######## design 1 ########
**Design 1: nets reached from selected ports**

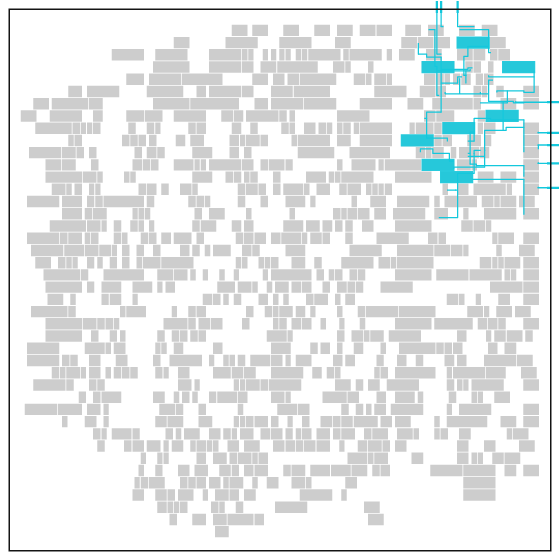

===== src/rtl/mrh_core_if.sv =====
// Instruction-memory fetch bus between mrh_core (master) and a ROM/RAM (slave).
// Latency: ack may arrive any number of cycles after req; rdata is valid with ack.
// Backpressure: memory stalls fetch by withholding ack; ack is ignored while req=0.
//
// Signals: imem_req/imem_addr driven by the core, imem_rdata/imem_ack by memory.
interface mrh_core_if #(
    parameter int AW = 8
);
    logic          imem_req;
    logic [AW-1:0] imem_addr;
    logic [15:0]   imem_rdata;
    logic          imem_ack;

    modport master (
        output imem_req,
        output imem_addr,
        input  imem_rdata,
        input  imem_ack
    );

    modport slave (
        input  imem_req,
        input  imem_addr,
        output imem_rdata,
        output imem_ack
    );
endinterface


===== src/rtl/mrh_core.sv =====
// Multi-cycle CPU core: FETCH/DECODE/EXEC/UPDATE, NREG x DW register file, ALU with zf/cf.
// Latency: 4 cycles per instruction with zero-wait ack, +1 cycle per fetch wait cycle.
// Backpressure: fetch holds with imem_req high until imem_ack; no other stall points.
//
// Ports: clk/clr (sync active-high reset), imem (fetch bus master), run/step (single-step
// control, used only with MRH_CORE_STEP_EN defined), ip/ir/stage/zf/cf/halt/err status,
// dbg_sel/dbg_data combinational register peek.
// Optional: `define MRH_CORE_STEP_EN to make fetch wait for run/step.
module mrh_core #(
    parameter int DW   = 8,
    parameter int AW   = 8,
    parameter int NREG = 4
) (
    input  logic                     clk,
    input  logic                     clr,
    mrh_core_if.master               imem,
    input  logic                     run,
    input  logic                     step,
    output logic [AW-1:0]            ip,
    output logic [15:0]              ir,
    output logic [3:0]               stage,
    output logic                     zf,
    output logic                     cf,
    output logic                     halt,
    output logic                     err,
    input  logic [$clog2(NREG)-1:0]  dbg_sel,
    output logic [DW-1:0]            dbg_data
);

    localparam int RW = $clog2(NREG);

    typedef enum logic [2:0] {
        S_FETCH,
        S_DECODE,
        S_EXEC,
        S_UPDATE,
        S_HALT
    } state_t;

    state_t        state_q, state_d;
    logic [AW-1:0] ip_q, ip_d;
    logic [15:0]   ir_q, ir_d;
    logic [DW-1:0] regs_q [NREG];
    logic [DW-1:0] regs_d [NREG];
    logic          zf_q, zf_d;
    logic          cf_q, cf_d;
    logic          halt_q, halt_d;
    logic          err_q, err_d;

    logic          fetch_req;
    logic          fetch_go;
    logic          fetch_hs;

    logic [3:0]    op;
    logic [RW-1:0] rd;
    logic [RW-1:0] rs;
    logic [DW-1:0] op_a;
    logic [DW-1:0] op_b;
    logic [DW-1:0] imm_dw;
    logic [AW-1:0] jmp_tgt;
    logic [DW:0]   sum_w;
    logic [DW:0]   diff_w;
    logic          illegal;
    logic          jmp_taken;

    // Instruction field decode; register indices use only the low RW bits.
    assign op      = ir_q[15:12];
    assign rd      = ir_q[8 +: RW];
    assign rs      = ir_q[4 +: RW];
    assign imm_dw  = DW'(ir_q[7:0]);
    assign jmp_tgt = AW'(ir_q[7:0]);
    assign op_a    = regs_q[rd];
    assign op_b    = regs_q[rs];
    assign sum_w   = {1'b0, op_a} + {1'b0, op_b};
    // The extra top bit of the widened difference is the unsigned borrow.
    assign diff_w  = {1'b0, op_a} - {1'b0, op_b};
    assign illegal = (op >= 4'hB) && (op <= 4'hE);
    assign jmp_taken = (op == 4'h8) || ((op == 4'h9) && zf_q) || ((op == 4'hA) && cf_q);

`ifdef MRH_CORE_STEP_EN
    // go_q gates the fetch request: cleared on each FETCH entry unless run is high,
    // set again once run or step is sampled while idling in FETCH.
    logic go_q, go_d;

    always_comb begin
        go_d = go_q;
        if (state_q == S_FETCH && !go_q && (run || step)) begin
            go_d = 1'b1;
        end else if (state_q == S_UPDATE) begin
            go_d = run;
        end
    end

    always_ff @(posedge clk) begin
        if (clr) begin
            go_q <= run;
        end else begin
            go_q <= go_d;
        end
    end

    assign fetch_go = go_q;
`else
    logic unused_step_ctl;
    assign unused_step_ctl = run ^ step;
    assign fetch_go        = 1'b1;
`endif

    // Request is masked during the reset cycle so memory never sees a stale fetch.
    assign imem.imem_req  = fetch_req & ~clr;
    assign imem.imem_addr = ip_q;
    assign fetch_hs       = imem.imem_req & imem.imem_ack;

    // State register.
    always_ff @(posedge clk) begin
        if (clr) begin
            state_q <= S_FETCH;
        end else begin
            state_q <= state_d;
        end
    end

    // Next-state logic.
    always_comb begin
        state_d = state_q;
        case (state_q)
            S_FETCH:  if (fetch_hs) state_d = S_DECODE;
            S_DECODE: state_d = (op == 4'hF || illegal) ? S_HALT : S_EXEC;
            S_EXEC:   state_d = S_UPDATE;
            S_UPDATE: state_d = S_FETCH;
            default:  state_d = S_HALT;
        endcase
    end

    // State-decoded outputs.
    always_comb begin
        stage     = 4'b0000;
        fetch_req = 1'b0;
        case (state_q)
            S_FETCH: begin
                stage     = 4'b1000;
                fetch_req = fetch_go;
            end
            S_DECODE: stage = 4'b0100;
            S_EXEC:   stage = 4'b0010;
            S_UPDATE: stage = 4'b0001;
            default:  stage = 4'b0000;
        endcase
    end

    // Datapath next-state.
    always_comb begin
        ip_d   = ip_q;
        ir_d   = ir_q;
        zf_d   = zf_q;
        cf_d   = cf_q;
        halt_d = halt_q;
        err_d  = err_q;
        for (int i = 0; i < NREG; i++) begin
            regs_d[i] = regs_q[i];
        end

        case (state_q)
            S_FETCH: begin
                if (fetch_hs) ir_d = imem.imem_rdata;
            end
            S_DECODE: begin
                if (op == 4'hF || illegal) halt_d = 1'b1;
                if (illegal)               err_d  = 1'b1;
            end
            S_EXEC: begin
                case (op)
                    4'h1: regs_d[rd] = imm_dw;
                    4'h2: begin
                        regs_d[rd] = sum_w[DW-1:0];
                        cf_d       = sum_w[DW];
                        zf_d       = (sum_w[DW-1:0] == '0);
                    end
                    4'h3: begin
                        regs_d[rd] = diff_w[DW-1:0];
                        cf_d       = diff_w[DW];
                        zf_d       = (diff_w[DW-1:0] == '0);
                    end
                    4'h4: begin
                        regs_d[rd] = op_a & op_b;
                        zf_d       = ((op_a & op_b) == '0);
                    end
                    4'h5: begin
                        regs_d[rd] = op_a | op_b;
                        zf_d       = ((op_a | op_b) == '0);
                    end
                    4'h6: begin
                        regs_d[rd] = op_a ^ op_b;
                        zf_d       = ((op_a ^ op_b) == '0);
                    end
                    4'h7:    regs_d[rd] = op_b;
                    default: ;
                endcase
            end
            S_UPDATE: begin
                ip_d = jmp_taken ? jmp_tgt : (ip_q + AW'(1));
            end
            default: ;
        endcase
    end

    always_ff @(posedge clk) begin
        if (clr) begin
            ip_q   <= '0;
            ir_q   <= '0;
            zf_q   <= 1'b0;
            cf_q   <= 1'b0;
            halt_q <= 1'b0;
            err_q  <= 1'b0;
            for (int i = 0; i < NREG; i++) begin
                regs_q[i] <= '0;
            end
        end else begin
            ip_q   <= ip_d;
            ir_q   <= ir_d;
            zf_q   <= zf_d;
            cf_q   <= cf_d;
            halt_q <= halt_d;
            err_q  <= err_d;
            for (int i = 0; i < NREG; i++) begin
                regs_q[i] <= regs_d[i];
            end
        end
    end

    assign ip       = ip_q;
    assign ir       = ir_q;
    assign zf       = zf_q;
    assign cf       = cf_q;
    assign halt     = halt_q;
    assign err      = err_q;
    assign dbg_data = regs_q[dbg_sel];

endmodule

===== src/flat_wrapper.sv =====
// flat-port wrapper written by rule: the top's interface ports become plain ports
module mrh_core_flat 
#(
    parameter int DW   = 8,
    parameter int AW   = 8,
    parameter int NREG = 4
)
  (clk, clr, run, step, ip, ir, stage, zf, cf, halt, err, dbg_sel, dbg_data, imem_imem_req, imem_imem_addr, imem_imem_rdata, imem_imem_ack);
  mrh_core_if #(.AW(AW)) imem_i ();
  input  logic clk;
  input  logic clr;
  input  logic run;
  input  logic step;
  output logic [AW-1:0] ip;
  output logic [15:0] ir;
  output logic [3:0] stage;
  output logic zf;
  output logic cf;
  output logic halt;
  output logic err;
  input  logic [$clog2(NREG)-1:0] dbg_sel;
  output logic [DW-1:0] dbg_data;
  output wire logic [$bits(imem_i.imem_req)-1:0] imem_imem_req;
  output wire logic [$bits(imem_i.imem_addr)-1:0] imem_imem_addr;
  input wire logic [$bits(imem_i.imem_rdata)-1:0] imem_imem_rdata;
  input wire logic [$bits(imem_i.imem_ack)-1:0] imem_imem_ack;
  assign imem_imem_req = imem_i.imem_req;
  assign imem_imem_addr = imem_i.imem_addr;
  assign imem_i.imem_rdata = imem_imem_rdata;
  assign imem_i.imem_ack = imem_imem_ack;
  mrh_core #(.DW(DW), .AW(AW), .NREG(NREG)) u_core (.clk(clk), .clr(clr), .imem(imem_i), .run(run), .step(step), .ip(ip), .ir(ir), .stage(stage), .zf(zf), .cf(cf), .halt(halt), .err(err), .dbg_sel(dbg_sel), .dbg_data(dbg_data));
endmodule

===== config.mk =====
export PLATFORM = sky130hd
export DESIGN_NAME = mrh_core_flat
export DESIGN_NICKNAME = d
export VERILOG_FILES = /design/src/rtl/mrh_core_if.sv /design/src/rtl/mrh_core.sv /design/src/flat_wrapper.sv
export SDC_FILE = /design/constraint.sdc
export NUM_CORES = 1
export LEC_CHECK = 0
export CORE_MARGIN = 2
export CORE_UTILIZATION = 45
export DETAILED_ROUTE_END_ITERATION = 10
export PLACE_DENSITY = 0.67
export SLEW_MARGIN = 20
export SYNTH_ARGS = -nofsm -noshare
export SYNTH_HDL_FRONTEND = slang
export SYNTH_SLANG_ARGS = --single-unit

===== constraint.sdc =====
create_clock -name clk -period 8.12 [get_ports clk]
set_input_delay 1.624 -clock clk [delete_from_list [all_inputs] [get_ports clk]]
set_output_delay 1.624 -clock clk [all_outputs]
set_load 0.01 [all_outputs]

######## design 2 ########
==> src/rtl/int_dispatch_if.sv <==
// int_dispatch_if: groups the core-side interrupt handshake and the 8-bit
// Wishbone register window of int_dispatch.
//   Core handshake : CPU_BND, CPU_PC, IRQ_REQ, IRQ_VEC, IRQ_ACK, RETI, EPC
//   Wishbone slave : WB_ADRi, WB_DATi, WB_DATo, WB_WEi, WB_CYCi, WB_STBi, WB_ACKo
// The slave modport is the dispatcher's view; the master modport is the view
// of the core / bus master that drives it.
interface int_dispatch_if;
  logic        CPU_BND;
  logic [23:0] CPU_PC;
  logic        IRQ_REQ;
  logic [23:0] IRQ_VEC;
  logic        IRQ_ACK;
  logic        RETI;
  logic [23:0] EPC;

  logic [2:0]  WB_ADRi;
  logic [7:0]  WB_DATi;
  logic [7:0]  WB_DATo;
  logic        WB_WEi;
  logic        WB_CYCi;
  logic        WB_STBi;
  logic        WB_ACKo;

  modport slave (
    input  CPU_BND, CPU_PC, IRQ_ACK, RETI,
    input  WB_ADRi, WB_DATi, WB_WEi, WB_CYCi, WB_STBi,
    output IRQ_REQ, IRQ_VEC, EPC, WB_DATo, WB_ACKo
  );

  modport master (
    output CPU_BND, CPU_PC, IRQ_ACK, RETI,
    output WB_ADRi, WB_DATi, WB_WEi, WB_CYCi, WB_STBi,
    input  IRQ_REQ, IRQ_VEC, EPC, WB_DATo, WB_ACKo
  );
endinterface

==> src/rtl/int_dispatch.sv <==
// int_dispatch: interrupt entry/exit sequencer between the peripheral
// interrupt lines, the 8-source priority interrupt controller and the core.
//   clk, rst   : clock, synchronous active-high reset
//   SRC_IRQ    : raw peripheral interrupt lines (bit 7 SYSCALL .. bit 0 XINT)
//   INT_ARR_O  : registered pending vector to the controller
//   INT_I      : controller has an enabled, unmasked request
//   IVEC_I     : controller handler address
//   bus        : core handshake + Wishbone register window (slave modport)
// Register map: 0 EDGE, 1 PEND (W1C edge bits), 2 STAT {INSV,5'b0,state},
// 3/4/5 EPC bytes, 6 reserved, 7 SWI (write 1 sets edge latch).
module int_dispatch (
  input  logic        clk,
  input  logic        rst,
  input  logic [7:0]  SRC_IRQ,
  output logic [7:0]  INT_ARR_O,
  input  logic        INT_I,
  input  logic [23:0] IVEC_I,
  int_dispatch_if.slave bus
);

  typedef enum logic [1:0] {
    IDLE    = 2'b00,
    ARMED   = 2'b01,
    REQ     = 2'b10,
    SERVICE = 2'b11
  } state_t;

  state_t      state, state_n;
  logic        vec_load, epc_cap;
  logic        insv;
  logic        wb_wr;
  logic [7:0]  edge_r, pend_r, pend_n, src_d;
  logic [7:0]  rise, swi_set, pend_clr;
  logic [23:0] irq_vec_r, epc_r;

  assign wb_wr    = bus.WB_CYCi & bus.WB_STBi & bus.WB_WEi;
  assign rise     = SRC_IRQ & ~src_d;
  assign swi_set  = (wb_wr && bus.WB_ADRi == 3'd7) ? bus.WB_DATi : 8'h00;
  assign pend_clr = (wb_wr && bus.WB_ADRi == 3'd1) ? bus.WB_DATi : 8'h00;

  // Edge sources hold a sticky latch (set beats W1C clear in the same cycle);
  // level sources simply follow the registered raw line.
  assign pend_n = (edge_r & ((pend_r & ~pend_clr) | rise | swi_set))
                | (~edge_r & SRC_IRQ);

  assign insv = (state == SERVICE);

  always_ff @(posedge clk) begin
    if (rst) begin
      state     <= IDLE;
      src_d     <= 8'h00;
      pend_r    <= 8'h00;
      edge_r    <= 8'h00;
      irq_vec_r <= 24'h000000;
      epc_r     <= 24'h000000;
    end else begin
      state  <= state_n;
      src_d  <= SRC_IRQ;
      pend_r <= pend_n;
      if (wb_wr && bus.WB_ADRi == 3'd0)
        edge_r <= bus.WB_DATi;
      if (vec_load)
        irq_vec_r <= IVEC_I;
      // A return address captured on IRQ_ACK overrides a concurrent
      // software write to the EPC bytes.
      if (epc_cap) begin
        epc_r <= bus.CPU_PC;
      end else if (wb_wr) begin
        case (bus.WB_ADRi)
          3'd3:    epc_r[7:0]   <= bus.WB_DATi;
          3'd4:    epc_r[15:8]  <= bus.WB_DATi;
          3'd5:    epc_r[23:16] <= bus.WB_DATi;
          default: ;
        endcase
      end
    end
  end

  always_comb begin
    state_n  = state;
    vec_load = 1'b0;
    epc_cap  = 1'b0;
    case (state)
      IDLE: begin
        if (INT_I)
          state_n = ARMED;
      end
      ARMED: begin
        // Controller request may vanish before the core reaches a boundary.
        if (!INT_I) begin
          state_n = IDLE;
        end else if (bus.CPU_BND) begin
          state_n  = REQ;
          vec_load = 1'b1;
        end
      end
      REQ: begin
        // Once offered, the request is held until the core takes it.
        if (bus.IRQ_ACK) begin
          state_n = SERVICE;
          epc_cap = 1'b1;
        end
      end
      SERVICE: begin
        // No nesting: controller requests are ignored until RETI.
        if (bus.RETI)
          state_n = IDLE;
      end
      default: state_n = IDLE;
    endcase
  end

  always_comb begin
    case (bus.WB_ADRi)
      3'd0:    bus.WB_DATo = edge_r;
      3'd1:    bus.WB_DATo = pend_r;
      3'd2:    bus.WB_DATo = {insv, 5'b00000, state};
      3'd3:    bus.WB_DATo = epc_r[7:0];
      3'd4:    bus.WB_DATo = epc_r[15:8];
      3'd5:    bus.WB_DATo = epc_r[23:16];
      default: bus.WB_DATo = 8'h00;
    endcase
  end

  assign bus.WB_ACKo = bus.WB_CYCi & bus.WB_STBi;
  assign bus.IRQ_REQ = (state == REQ);
  assign bus.IRQ_VEC = irq_vec_r;
  assign bus.EPC     = epc_r;
  assign INT_ARR_O   = pend_r;

endmodule

==> src/flat_wrapper.sv <==
// flat-port wrapper written by rule: the top's interface ports become plain ports
module int_dispatch_flat 
  (clk, rst, SRC_IRQ, INT_ARR_O, INT_I, IVEC_I, bus_CPU_BND, bus_CPU_PC, bus_IRQ_ACK, bus_RETI, bus_WB_ADRi, bus_WB_DATi, bus_WB_WEi, bus_WB_CYCi, bus_WB_STBi, bus_IRQ_REQ, bus_IRQ_VEC, bus_EPC, bus_WB_DATo, bus_WB_ACKo);
  int_dispatch_if bus_i ();
  input  logic clk;
  input  logic rst;
  input  logic [7:0] SRC_IRQ;
  output logic [7:0] INT_ARR_O;
  input  logic INT_I;
  input  logic [23:0] IVEC_I;
  input wire logic [$bits(bus_i.CPU_BND)-1:0] bus_CPU_BND;
  input wire logic [$bits(bus_i.CPU_PC)-1:0] bus_CPU_PC;
  input wire logic [$bits(bus_i.IRQ_ACK)-1:0] bus_IRQ_ACK;
  input wire logic [$bits(bus_i.RETI)-1:0] bus_RETI;
  input wire logic [$bits(bus_i.WB_ADRi)-1:0] bus_WB_ADRi;
  input wire logic [$bits(bus_i.WB_DATi)-1:0] bus_WB_DATi;
  input wire logic [$bits(bus_i.WB_WEi)-1:0] bus_WB_WEi;
  input wire logic [$bits(bus_i.WB_CYCi)-1:0] bus_WB_CYCi;
  input wire logic [$bits(bus_i.WB_STBi)-1:0] bus_WB_STBi;
  output wire logic [$bits(bus_i.IRQ_REQ)-1:0] bus_IRQ_REQ;
  output wire logic [$bits(bus_i.IRQ_VEC)-1:0] bus_IRQ_VEC;
  output wire logic [$bits(bus_i.EPC)-1:0] bus_EPC;
  output wire logic [$bits(bus_i.WB_DATo)-1:0] bus_WB_DATo;
  output wire logic [$bits(bus_i.WB_ACKo)-1:0] bus_WB_ACKo;
  assign bus_i.CPU_BND = bus_CPU_BND;
  assign bus_i.CPU_PC = bus_CPU_PC;
  assign bus_i.IRQ_ACK = bus_IRQ_ACK;
  assign bus_i.RETI = bus_RETI;
  assign bus_i.WB_ADRi = bus_WB_ADRi;
  assign bus_i.WB_DATi = bus_WB_DATi;
  assign bus_i.WB_WEi = bus_WB_WEi;
  assign bus_i.WB_CYCi = bus_WB_CYCi;
  assign bus_i.WB_STBi = bus_WB_STBi;
  assign bus_IRQ_REQ = bus_i.IRQ_REQ;
  assign bus_IRQ_VEC = bus_i.IRQ_VEC;
  assign bus_EPC = bus_i.EPC;
  assign bus_WB_DATo = bus_i.WB_DATo;
  assign bus_WB_ACKo = bus_i.WB_ACKo;
  int_dispatch u_core (.clk(clk), .rst(rst), .SRC_IRQ(SRC_IRQ), .INT_ARR_O(INT_ARR_O), .INT_I(INT_I), .IVEC_I(IVEC_I), .bus(bus_i));
endmodule
==> config.mk <==
export PLATFORM = sky130hd
export DESIGN_NAME = int_dispatch_flat
export DESIGN_NICKNAME = d
export VERILOG_FILES = /design/src/rtl/int_dispatch_if.sv /design/src/rtl/int_dispatch.sv /design/src/flat_wrapper.sv
export SDC_FILE = /design/constraint.sdc
export NUM_CORES = 1
export LEC_CHECK = 0
export CAP_MARGIN = 20
export CORE_ASPECT_RATIO = 0.6
export CORE_UTILIZATION = 45
export CTS_BUF_LIST = sky130_fd_sc_hd__clkbuf_2 sky130_fd_sc_hd__clkbuf_4 sky130_fd_sc_hd__clkbuf_8
export CTS_CLUSTER_DIAMETER = 80
export DETAILED_ROUTE_END_ITERATION = 12
export GPL_ROUTABILITY_DRIVEN = 1
export PLACE_DENSITY = 0.83
export SYNTH_ARGS = -nofsm -noshare
export SYNTH_HDL_FRONTEND = slang
export SYNTH_SLANG_ARGS = --single-unit
==> constraint.sdc <==
create_clock -name clk -period 1.8 [get_ports clk]
set_input_delay 0.36 -clock clk [delete_from_list [all_inputs] [get_ports clk]]
set_output_delay 0.36 -clock clk [all_outputs]
set_load 0.02 [all_outputs]
######## design 3 ########
[src/rtl/beam_threshold_sequencer.sv]
// Shadows both threshold sets of every beam and streams them pair-by-pair into the DSP cascade
// on commit, then strobes update. Optional readback port: define THRESH_READBACK_EN.
module beam_threshold_sequencer #(
  parameter int unsigned NBEAMS         = 46,
  parameter int unsigned UPDATE_GAP     = 2,
  parameter logic [17:0] THRESH_DEFAULT = 18'h3FFFF
) (
  input  logic        clk_i,
  input  logic        rst_i,
  input  logic        wr_i,
  input  logic        wr_set_i,
  input  logic [5:0]  wr_beam_i,
  input  logic [17:0] wr_data_i,
  input  logic        commit_i,
  input  logic [1:0]  commit_mask_i,
  output logic [35:0] thresh_o,
  output logic [1:0]  thresh_wr_o,
  output logic [1:0]  thresh_update_o,
  output logic        busy_o,
  output logic        done_o,
  output logic        wr_drop_o
`ifdef THRESH_READBACK_EN
  ,
  input  logic        rd_i,
  input  logic        rd_set_i,
  input  logic [5:0]  rd_beam_i,
  output logic [17:0] rd_data_o
`endif
);

  localparam int unsigned NPAIRS = (NBEAMS + 1) / 2;
  localparam int unsigned CW     = (NPAIRS > 1) ? $clog2(NPAIRS) : 1;
  localparam int unsigned GW     = (UPDATE_GAP > 1) ? $clog2(UPDATE_GAP) : 1;
  localparam int unsigned BW     = (NBEAMS > 1) ? $clog2(NBEAMS) : 1;

  typedef enum logic [2:0] {StIdle, StLoad, StGap, StUpdate, StDone} state_e;

  state_e          state_q, state_d;
  logic [CW-1:0]   cnt_q, cnt_d;
  logic [GW-1:0]   gap_q, gap_d;
  logic            set_q, set_d;
  logic [1:0]      mask_q, mask_d;
  logic [1:0]      pend_q, pend_d;
  logic            drop_q, drop_d;
  logic [35:0]     thresh_q, thresh_d;
  logic [17:0]     shadow_q [2][NBEAMS];

  logic            busy, commit_ok, shadow_we, start, load_pair, b_valid;
  logic [1:0]      set_oh, start_mask, remaining, effective;
  logic [BW-1:0]   a_idx, b_idx;

  assign busy      = (state_q != StIdle);
  assign commit_ok = commit_i && (commit_mask_i != 2'b00);
  assign shadow_we = wr_i && !busy && (32'(wr_beam_i) < NBEAMS);
  assign set_oh    = set_q ? 2'b10 : 2'b01;

  always_ff @(posedge clk_i) begin
    if (rst_i) begin
      shadow_q <= '{default: THRESH_DEFAULT};
    end else if (shadow_we) begin
      shadow_q[wr_set_i][wr_beam_i[BW-1:0]] <= wr_data_i;
    end
  end

  always_comb begin
    state_d    = state_q;
    cnt_d      = cnt_q;
    gap_d      = gap_q;
    set_d      = set_q;
    mask_d     = mask_q;
    pend_d     = pend_q;
    drop_d     = drop_q;
    start      = 1'b0;
    start_mask = 2'b00;
    load_pair  = 1'b0;
    remaining  = mask_q & ~set_oh;
    // A commit arriving in the DONE cycle must not slip past the pending check.
    effective  = pend_q | (commit_ok ? commit_mask_i : 2'b00);

    if (busy && commit_ok) pend_d = pend_q | commit_mask_i;
    if (commit_ok) drop_d = 1'b0;
    if (wr_i && busy) drop_d = 1'b1;

    unique case (state_q)
      StIdle: begin
        if (commit_ok) begin
          start      = 1'b1;
          start_mask = commit_mask_i;
        end
      end
      StLoad: begin
        if (cnt_q == '0) begin
          if (UPDATE_GAP == 0) begin
            state_d = StUpdate;
          end else begin
            state_d = StGap;
            gap_d   = GW'(UPDATE_GAP - 1);
          end
        end else begin
          cnt_d     = cnt_q - CW'(1);
          load_pair = 1'b1;
        end
      end
      StGap: begin
        if (gap_q == '0) state_d = StUpdate;
        else gap_d = gap_q - GW'(1);
      end
      StUpdate: begin
        mask_d = remaining;
        if (remaining != 2'b00) begin
          start      = 1'b1;
          start_mask = remaining;
        end else begin
          state_d = StDone;
        end
      end
      StDone: begin
        if (effective != 2'b00) begin
          start      = 1'b1;
          start_mask = effective;
          pend_d     = 2'b00;
        end else begin
          state_d = StIdle;
        end
      end
      default: state_d = StIdle;
    endcase

    if (start) begin
      state_d   = StLoad;
      mask_d    = start_mask;
      set_d     = ~start_mask[0];
      cnt_d     = CW'(NPAIRS - 1);
      load_pair = 1'b1;
    end
  end

  // Pair word for the cycle being entered; odd NBEAMS pads the missing B beam.
  always_comb begin
    a_idx    = BW'({cnt_d, 1'b0});
    b_valid  = (32'({cnt_d, 1'b1}) < NBEAMS);
    b_idx    = b_valid ? BW'({cnt_d, 1'b1}) : a_idx;
    thresh_d = thresh_q;
    if (load_pair) begin
      thresh_d = {(b_valid ? shadow_q[set_d][b_idx] : THRESH_DEFAULT), shadow_q[set_d][a_idx]};
    end
  end

  always_ff @(posedge clk_i) begin
    if (rst_i) begin
      state_q  <= StIdle;
      cnt_q    <= '0;
      gap_q    <= '0;
      set_q    <= 1'b0;
      mask_q   <= 2'b00;
      pend_q   <= 2'b00;
      drop_q   <= 1'b0;
      thresh_q <= '0;
    end else begin
      state_q  <= state_d;
      cnt_q    <= cnt_d;
      gap_q    <= gap_d;
      set_q    <= set_d;
      mask_q   <= mask_d;
      pend_q   <= pend_d;
      drop_q   <= drop_d;
      thresh_q <= thresh_d;
    end
  end

  always_comb begin
    thresh_o        = thresh_q;
    thresh_wr_o     = 2'b00;
    thresh_update_o = 2'b00;
    busy_o          = busy;
    done_o          = (state_q == StDone);
    wr_drop_o       = drop_q;
    if (state_q == StLoad) thresh_wr_o = set_oh;
    if (state_q == StUpdate) thresh_update_o = set_oh;
  end

`ifdef THRESH_READBACK_EN
  logic [17:0] rd_data_q, rd_data_d;

  always_comb begin
    rd_data_d = rd_data_q;
    if (rd_i) begin
      rd_data_d = (32'(rd_beam_i) < NBEAMS) ? shadow_q[rd_set_i][rd_beam_i[BW-1:0]] : '0;
    end
  end

  always_ff @(posedge clk_i) begin
    if (rst_i) rd_data_q <= '0;
    else rd_data_q <= rd_data_d;
  end

  assign rd_data_o = rd_data_q;
`endif

endmodule

[config.mk]
export PLATFORM = sky130hd
export DESIGN_NAME = beam_threshold_sequencer
export DESIGN_NICKNAME = d
export VERILOG_FILES = /design/src/rtl/beam_threshold_sequencer.sv
export SDC_FILE = /design/constraint.sdc
export NUM_CORES = 2
export LEC_CHECK = 0
export CAP_MARGIN = 15
export CELL_PAD_IN_SITES_DETAIL_PLACEMENT = 1
export CELL_PAD_IN_SITES_GLOBAL_PLACEMENT = 1
export CORE_MARGIN = 10
export CORE_UTILIZATION = 40
export CTS_BUF_LIST = sky130_fd_sc_hd__clkbuf_16
export DETAILED_ROUTE_END_ITERATION = 10
export PLACE_DENSITY_LB_ADDON = 0.1
export SLEW_MARGIN = 20
export SYNTH_ARGS = -nofsm -noshare
export SYNTH_HDL_FRONTEND = slang
export SYNTH_SLANG_ARGS = --single-unit
[constraint.sdc]
create_clock -name clk_i -period 6.1 [get_ports clk_i]
set_input_delay 1.525 -clock clk_i [delete_from_list [all_inputs] [get_ports clk_i]]
set_output_delay 1.525 -clock clk_i [all_outputs]
set_load 0.05 [all_outputs]
######## design 4 ########
--- config.mk ---
export PLATFORM = sky130hd
export DESIGN_NAME = dmem_responder
export DESIGN_NICKNAME = d
export VERILOG_FILES = /design/src/rtl/dmem_responder.sv
export SDC_FILE = /design/constraint.sdc
export NUM_CORES = 2
export LEC_CHECK = 0
export CAP_MARGIN = 0
export CORE_MARGIN = 5
export CORE_UTILIZATION = 25
export CTS_CLUSTER_SIZE = 40
export DETAILED_ROUTE_END_ITERATION = 10
export PLACE_DENSITY_LB_ADDON = 0.12
export SETUP_SLACK_MARGIN = 0.05
export SYNTH_ARGS = -nofsm -noshare
export SYNTH_HDL_FRONTEND = slang
export SYNTH_SLANG_ARGS = --single-unit
export TNS_END_PERCENT = 1
--- constraint.sdc ---
create_clock -name clock -period 6.1 [get_ports clock]
set_clock_uncertainty 0.15 [all_clocks]
set_input_delay 1.22 -clock clock [delete_from_list [all_inputs] [get_ports clock]]
set_output_delay 1.22 -clock clock [all_outputs]
set_load 0.05 [all_outputs]
--- src/rtl/dmem_responder.sv ---
// Word-addressed data memory responder with a req/ack handshake and a programmable wait.
// A request is captured in IDLE, launched on the next edge, then ACK pulses once.
//
// state   | meaning
// --------+-------------------------------------------------------------
// ST_IDLE | no access in flight; captures a request, launches it next edge
// ST_WAIT | wait_cnt counting down to zero before the response
// ST_ACK  | one-cycle response: ack, err, rdata valid; stores commit here
module dmem_responder #(
  parameter int unsigned DEPTH       = 256,
  parameter int unsigned WAIT_CYCLES = 1
) (
  input  logic        clock,
  input  logic        reset_n,
  input  logic        req,
  input  logic        we,
  input  logic [15:0] addr,
  input  logic [15:0] wdata,
  output logic        ack,
  output logic [15:0] rdata,
  output logic        err,
  output logic        busy
);

  localparam int unsigned IDX_W     = (DEPTH > 1) ? $clog2(DEPTH) : 1;
  localparam logic [3:0]  WAIT_LOAD = (WAIT_CYCLES > 0) ? 4'(WAIT_CYCLES - 1) : 4'd0;

  typedef enum logic [1:0] {
    ST_IDLE = 2'd0,
    ST_WAIT = 2'd1,
    ST_ACK  = 2'd2
  } state_t;

  state_t            state;
  state_t            state_nxt;
  logic              pending;
  logic              cap_we;
  logic [15:0]       cap_addr;
  logic [15:0]       cap_wdata;
  logic [3:0]        wait_cnt;
  logic              accept;
  logic              launch;
  logic [7:0]        word_idx;
  logic [IDX_W-1:0]  mem_idx;
  logic              fault;
  logic              mem_wr;
  logic [15:0]       rd_word;

  logic [15:0] mem [0:DEPTH-1];

  // A request is captured only once per IDLE visit; pending blocks re-capture
  // while the captured access is being launched.
  assign accept = (state == ST_IDLE) && !pending && req;
  assign launch = (state == ST_IDLE) && pending;

  always_ff @(posedge clock or negedge reset_n) begin
    if (!reset_n) begin
      pending   <= 1'b0;
      cap_we    <= 1'b0;
      cap_addr  <= 16'd0;
      cap_wdata <= 16'd0;
      wait_cnt  <= 4'd0;
    end else if (accept) begin
      pending   <= 1'b1;
      cap_we    <= we;
      cap_addr  <= addr;
      cap_wdata <= wdata;
      wait_cnt  <= WAIT_LOAD;
    end else if (launch) begin
      pending <= 1'b0;
    end else if ((state == ST_WAIT) && (wait_cnt != 4'd0)) begin
      wait_cnt <= wait_cnt - 4'd1;
    end
  end

  always_ff @(posedge clock or negedge reset_n) begin
    if (!reset_n) begin
      state <= ST_IDLE;
    end else begin
      state <= state_nxt;
    end
  end

  always_comb begin
    state_nxt = state;
    ack       = 1'b0;
    case (state)
      ST_IDLE: begin
        if (pending) begin
          state_nxt = (WAIT_CYCLES > 0) ? ST_WAIT : ST_ACK;
        end
      end
      ST_WAIT: begin
        if (wait_cnt == 4'd0) begin
          state_nxt = ST_ACK;
        end
      end
      ST_ACK: begin
        ack       = 1'b1;
        state_nxt = ST_IDLE;
      end
      default: begin
        state_nxt = ST_IDLE;
      end
    endcase
  end

  // Misaligned, beyond the array, or above the 512-byte window all fault.
  assign word_idx = cap_addr[8:1];
  assign mem_idx  = cap_addr[IDX_W:1];
  assign fault    = cap_addr[0] || (cap_addr[15:9] != 7'd0) || (32'(word_idx) >= DEPTH);

  assign busy    = pending || (state != ST_IDLE);
  assign err     = ack && fault;
  assign rd_word = mem[mem_idx];
  assign rdata   = (ack && !fault && !cap_we) ? rd_word : 16'd0;

  // Stores commit on the edge leaving ACK; an async reset pulls state out of
  // ACK first, so an abandoned access never writes.
  assign mem_wr = (state == ST_ACK) && cap_we && !fault;

  always_ff @(posedge clock) begin
    if (mem_wr) begin
      mem[mem_idx] <= cap_wdata;
    end
  end

endmodule
**Design 2: nets reached from selected ports**

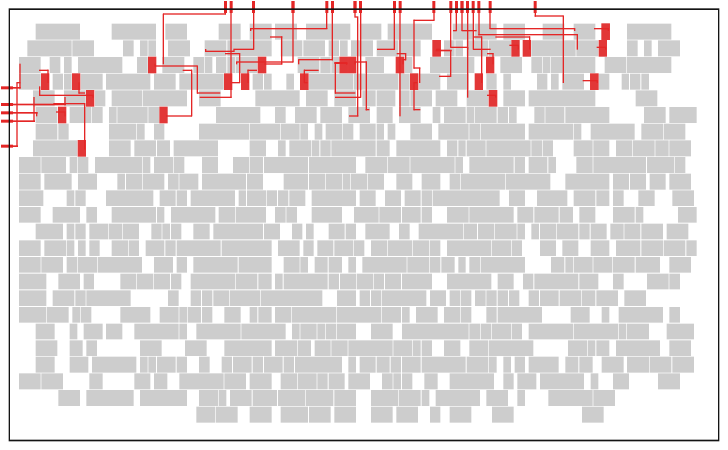
[`IVEC_I`] red | bits: 24 | direction: input | edge: 19 north, 5 west | end cells: 24 | buffers: 24 | wire: 463 um
PortBufs: 141
I/O pin cnt: 142

==> impl_metrics.env, design 2 <==
# physical design summary
export IMPL_edf_count=0
export IMPL_syn_cell_area_mm2=0.00349
export IMPL_ys_flop_type="dfxtp_1"
export IMPL_fp_nets=491
export IMPL_root_buffer="clkbuf_8"
export IMPL_cts_buffers=9
export IMPL_fin_skew_ns=0.00987
export IMPL_status="complete, but fails checks"
export IMPL_numSynthFlops=74
export IMPL_final_cells=705
export IMPL_cts_htree_levels=3
export IMPL_violations="setup timing"
export IMPL_async_reset_ff_frac=0
export IMPL_synthCells=415
export IMPL_fillers=530
export IMPL_dp_hpwl_um=8980
export IMPL_busiest_layer="met2"
export IMPL_grt_pass1_wl_um=20100
export IMPL_viasPerCell=5.74
export IMPL_finalWeightedCongestion=0.947
export IMPL_use_met2=0.493
export IMPL_setup_slack_ns=-0.115
export IMPL_drive_above_1_share=0.193
export IMPL_setup_violations=3
export IMPL_grt_setup_unrepaired="true"
export IMPL_required_ns=1.44
export IMPL_finalSetupTns_ns=-0.212
export IMPL_powerDensity_mw_per_mm2=708
export IMPL_mostFrequentLayoutCell="clkdlybuf4s50_1"
export IMPL_worstPathMaxFanout=2
export IMPL_ys_sh_simple=0.225
export IMPL_arrival_ns=1.55
export IMPL_final_min_clock_period_ns=1.91
export IMPL_regArea_mm2=0.00149
export IMPL_logic_area_mm2=0.00181
export IMPL_muxShareOfSynthArea=0.0520
export IMPL_netlist_area_leader_share=0.425
export IMPL_dp_cells=685
design 2: cell families (layout without fill, tap and decap cells):
logic type,after synthesis,after routing
AND-OR/OR-AND,122,122
buffers and inverters,39,225
flip-flops,74,74
multiplexers,14,14
AND/OR/NAND/NOR,166,166
design 2: area by class of cell:
class	instances	share of cell area
clock buffers	12	0.0280
flip-flops and latches	74	0.263
multi-input cells	302	0.319
clock inverters	4	0.0172
inverters	1	0.000662
well taps	104	0.0229
repair buffers	208	0.350
design 2: sequential cells by signal, summed over array words and instances (netlist names), named ones only:
register and cells:
u_core.INT_ARR_O 8, u_core.bus.EPC 24, u_core.bus.IRQ_VEC 24, u_core.edge_r 8, u_core.src_d 8, u_core.state 1
design 2: power breakdown:
group | internal (mW) | leakage, nW | switching [mW]
clock network | 1.01 | 0.126 | 0.631
logic | 0.351 | 1.58 | 0.308
registers | 1.69 | 0.606 | 0.0312
total | 3.05 | 2.31 | 0.970
design 2: per-layer routing:
| metal | up-vias | routed length [um] |
|---|---|---|
| met2 | 261 | 5660 |
| li1 | 1868 | - |
| met4 | 0 | 327 |
| met1 | 1881 | 5440 |
| met5 | - | 0 |
| met3 | 34 | 1420 |
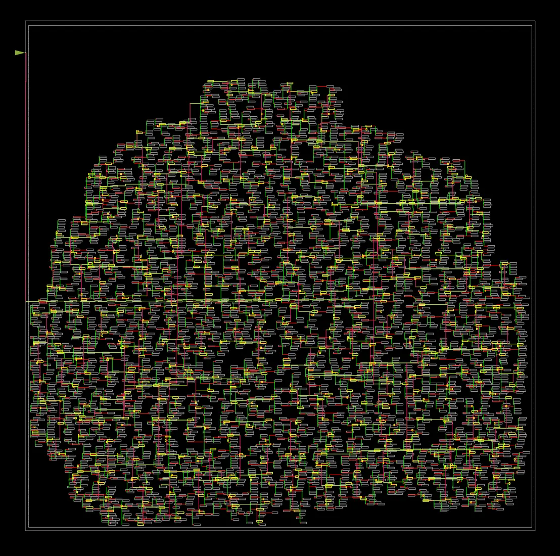
**Above:** design 4 (clock nets).
Clock net power: 27.4 mW
seq_cells: 4136
clk sinks: 4136

==> impl_metrics.env, design 4 <==
# physical design summary
export IMPL_drive_above_1_share=0.253
export IMPL_ir_drop_v=0.000422
export IMPL_busiest_layer="met2"
export IMPL_setup_violations=16
export IMPL_firstDrtPassIters=8
export IMPL_powerComb_mw=27.8
export IMPL_fp_nets=7886
export IMPL_globalRouteMet1Util=0.223
export IMPL_yosys_cell_count_top_type="edfxtp_1"
export IMPL_core_mm2=0.633
export IMPL_violations="slew limit, setup timing"
export IMPL_finalHoldViolCount=0
export IMPL_cp_top_family="buffers and inverters"
export IMPL_p_leak_nw=61.5
export IMPL_power_leader="registers"
export IMPL_synthCells=7848
export IMPL_slew_violations=24
export IMPL_powerDensity_mw_per_mm2=481
export IMPL_status="complete, but fails checks"
export IMPL_numSynthFlops=4136
export IMPL_grt_setup_unrepaired="true"
export IMPL_setup_slack_ns=-0.458
export IMPL_top_area_cell="edfxtp_1"
export IMPL_final_min_clock_period_ns=6.56
export IMPL_crit_buf_inv=7
[design 4: stage by stage]
step / setup TNS [ns] / power (mW)
finish: -4.53 / 92.0
global route: -6.78 / 95.6
CTS: -6.99 / 93.7
detailed placement: -4.13 / 64.4
global placement: -4.90 / 64.1
floorplan: 0 / 51.4
[design 4: final timing paths]
check | from | endpoint | slack [ns] | cells after the start
max in group asynchronous | reset_n | cap_addr[1] | 5.09 | 2
max reg2reg | cap_addr[10] | mem[148][4] | 1.13 | 6
min | reset_n | cap_wdata[11] | 0.13 | 2
min in group clock | cap_addr[0] | cap_addr[0] | 0.36 | 1
min reg2reg | cap_addr[0] | cap_addr[0] | 0.36 | 1
max | cap_addr[1] | rdata[10] | -0.46 | 13
[design 4: state kept, by name (all words and copies together), names as in the netlist]
signal	count
state	2
cap_addr	16
wait_cnt	4
mem	4096
pending	1
cap_wdata	16
cap_we	1
[design 4: area by class of cell]
type / instances / share of cell area
Antenna cell: 17 / 0.000222
Clock buffer: 594 / 0.0643
Clock inverter: 265 / 0.0127
Inverter: 5 / 0.000111
Multi-Input combinational cell: 3229 / 0.175
Sequential cell: 4136 / 0.648
Tap cell: 8379 / 0.0548
Timing Repair Buffer: 880 / 0.0450
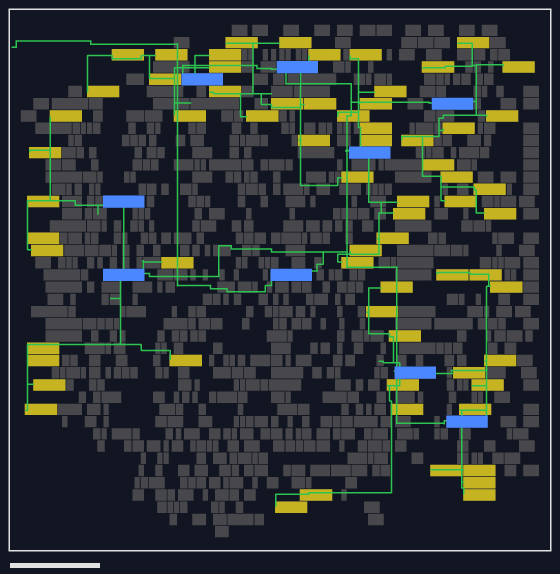
**Above:** design 1 (clock wires, drivers and flops).
Bar = 20 um.
[clock wires] green | length: 1060 um
[clock-net drivers] blue | count: 9
[flip-flops] yellow | count: 67
flops lie: widely spread
routed clock nets: 10

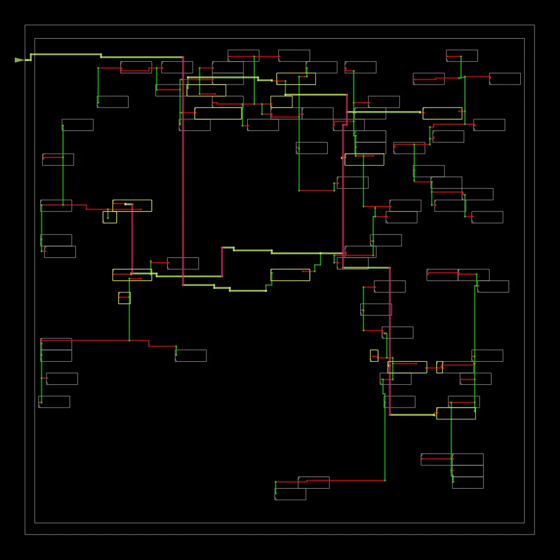
**Above:** design 1 (clock nets).
seq_cells: 67
Latency at later pin: 0.35 ns
Clock net power: 397 uW

Notes on 'nets reached from selected ports' of design 1 above:
[`imem_imem_addr`] cyan | bits: 8 | direction: output | edge: 5 east, 3 north | end cells: 8 | buffers: 8 | wire: 340 um

==> impl_metrics.env, design 1 <==
# physical design summary
export IMPL_status="finished, final reports clean"
export IMPL_grt_util_met3=0.0727
export IMPL_critPathSlowestCell="clkdlybuf4s50_1"
export IMPL_port_buffers=69
export IMPL_powerDensity_mw_per_mm2=149
export IMPL_relSlewSlack=0.284
export IMPL_final_cells=983
export IMPL_postRouteAntennaNets=0
export IMPL_numSynthFlops=67
export IMPL_nets=853
export IMPL_holdBufCountCts=0
export IMPL_worstSetupStartpointType="input pin"
export IMPL_p_comb_frac=0.267
export IMPL_crit_cells=3
export IMPL_drc=0
export IMPL_fp_util=0.460
export IMPL_total_power_mw=1.04
export IMPL_p_int_uw=693
export IMPL_use_met2=0.490
export IMPL_overflow=0
export IMPL_path_cells="clkdlybuf4s50_1 > mux4_2 > clkdlybuf4s50_1"
export IMPL_path_class="input pin to primary output"
export IMPL_reg2reg_depth=9
export IMPL_yosys_area_mm2=0.00607
export IMPL_top_layer="met4"
export IMPL_fp_nets=835
==> design 1: per-stage QoR <==
stage	cell area (um2)	worst slack, ns
5_1_grt	6990	2.73
2_1_floorplan	6070	3.86
4_1_cts	6990	2.82
6_report	6990	2.84
3_5_place_dp	6700	2.82
3_3_place_gp	6700	2.83
==> design 1: layout make-up <==
cell class,instances,area [um2]
fill,1265,6200
multi-input combinational,618,4260
sequential,67,1340
timing repair buffer,80,768
clock buffer,11,243
tap,176,220
inverter,27,101
clock inverter,4,51.3
==> design 1: final timing paths <==
| path | start | end | slack, ns |
|---|---|---|---|
| max | dbg_sel[0] | dbg_data[0] | 2.84 |
| min | u_core.ir[10] | u_core.ir[10] | 0.48 |
| max reg2reg | register | register | 4.31 |
| min reg2reg | u_core.ir[10] | u_core.ir[10] | 0.48 |
==> design 1: kinds of logic (layout without fill, tap and decap cells) <==
| group | count (synthesis) | in the layout | synth area share |
|---|---|---|---|
| xor+xnor | 14 | 14 | 0.0202 |
| flops | 67 | 67 | 0.221 |
| simple gates | 286 | 286 | 0.240 |
| mux | 33 | 33 | 0.104 |
| buf+inv | 100 | 122 | 0.0765 |
| fa+ha+maj | 27 | 27 | 0.0581 |
| compound gates | 258 | 258 | 0.280 |
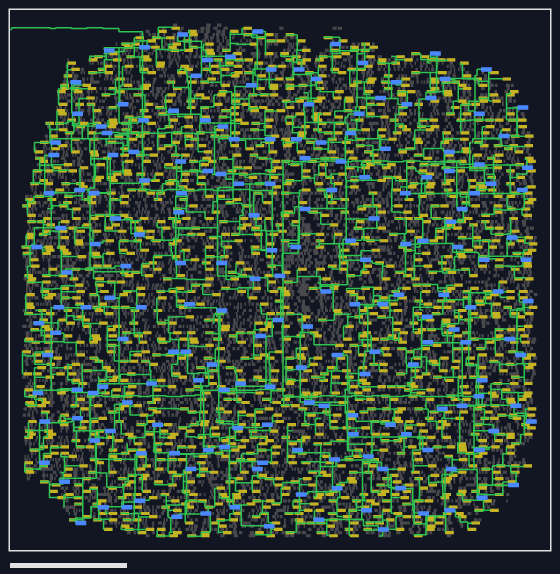
**Above:** design 3 (clock wires, drivers and flops).
Bar = 100 um.
[clock wires] green | length: 24.4 mm
[clock-net drivers] blue | count: 193
[flip-flops] yellow | count: 1707
routed clock nets: 194

==> impl_metrics.env, design 3 <==
# physical design summary
export IMPL_dp_hpwl_um=216000
export IMPL_cts_sinks=1707
export IMPL_cts_htree_levels=4
export IMPL_required_ns=6.89
export IMPL_globalRouteMet1Util=0.395
export IMPL_synthToLayoutAreaGrowth_pct=12.8
export IMPL_wl_per_cell_um=29.1
export IMPL_use_met2=0.489
export IMPL_track_usage=0.306
export IMPL_hold_ws_ns=0.465
export IMPL_final_cells=11900
export IMPL_worstPathMaxFanout=17
export IMPL_total_power_mw=29.5
export IMPL_postCtsSetupBuffers=0
export IMPL_dp_cells=11500
export IMPL_p_int_mw=19.4
export IMPL_cts_tree="built"
export IMPL_top_cells_by_count="nand2_1, dfxtp_1, a211o_1, nor2b_1, nand3b_1"
export IMPL_status="finished, final reports clean"
export IMPL_power_leader="registers"
export IMPL_async_reset_ff_frac=0
export IMPL_drc=0
export IMPL_grt_pass1_vias=72100
export IMPL_holdBufCountCts=0
export IMPL_crit_cells=13
export IMPL_path_cells="clkdlybuf4s50_1 > o21a_1 > o21a_2 > o21ai_4 > buf_12 > buf_4 > buf_4 > buf_4 > mux2i_1 > o21ai_0 > a21oi_1 > o31ai_1 > o31a_1"
export IMPL_met1_length_um=149000
export IMPL_powerComb_mw=6.73
export IMPL_final_min_clock_period_ns=5.28
export IMPL_worstSetupStartpointType="input pin"
export IMPL_setup_slack_ns=0.820
export IMPL_port_buffers=73
==> design 3: kinds of logic (layout without fill, tap and decap cells) <==
kind of cell,after synthesis,after routing,synth area share
DFF,1707,1707,0.435
muxes,367,367,0.0533
adders and majority gates,1,1,0.000159
other,0,7,0
and+or+nand+nor,4652,4652,0.297
AOI/OAI and AO/OA,1672,1672,0.167
xor gates and xnor gates,1,1,0.000112
buffers and inverters,913,822,0.0469
==> design 3: area by class of cell <==
class | count | area, um2
repair buffers | 458 | 4210
inverters | 10 | 37.5
multi-input cells | 6693 | 41000
flip-flops and latches | 1707 | 34200
diodes | 7 | 17.5
clock buffers | 198 | 4950
clock inverters | 156 | 923
well taps | 2624 | 3280
fillers | 22700 | 106000
==> design 3: sequential cells by signal, indices dropped and copies added, names as in the netlist <==
name       count
set_q          1
cnt_q          5
mask_q         2
pend_q         2
wr_drop_o      1
shadow_q    1656
gap_q          1
thresh_o      36
state_q        3

==> notes/layouts.md <==
Pictures saved along the way, in no particular order.

Wiring by layer.
shot_01.png
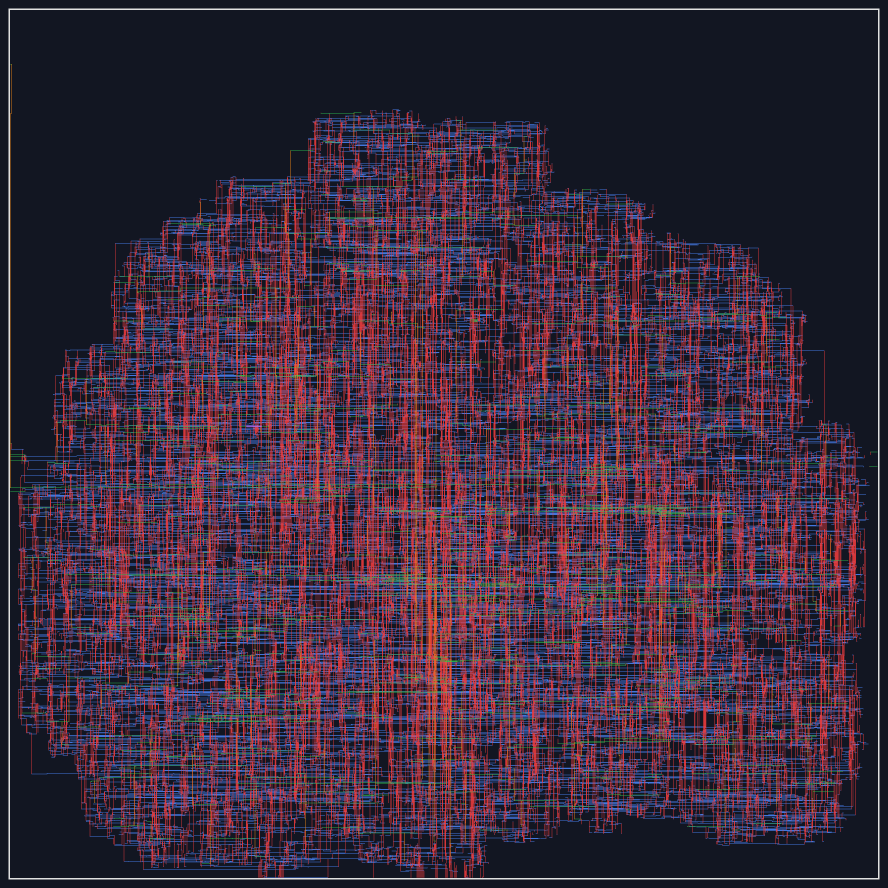
shot_02.png
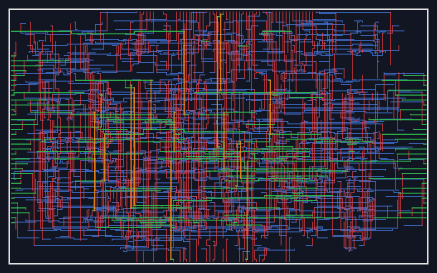
shot_03.png
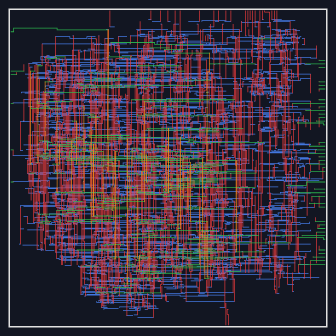
shot_04.png
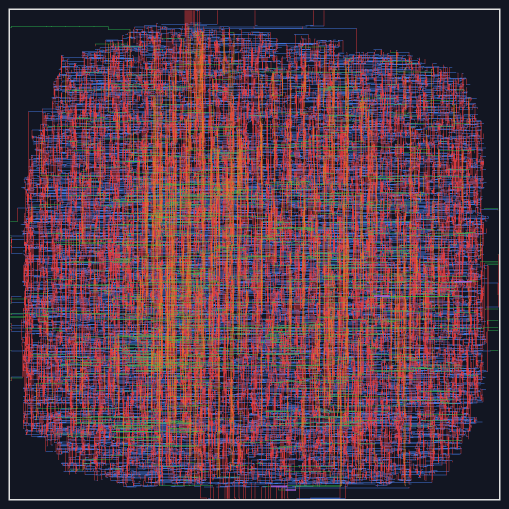
shot_01.png: design 4
shot_04.png: design 3
shot_02.png: design 2
shot_03.png: design 1

Key to shot_02.png:
[M4] orange | wire length: 327 um
[M2] red | wire length: 5660 um
[M1] blue | wire length: 5440 um
[M3] green | wire length: 1420 um


No activity file was given, so power comes from the tool's default toggle rates.
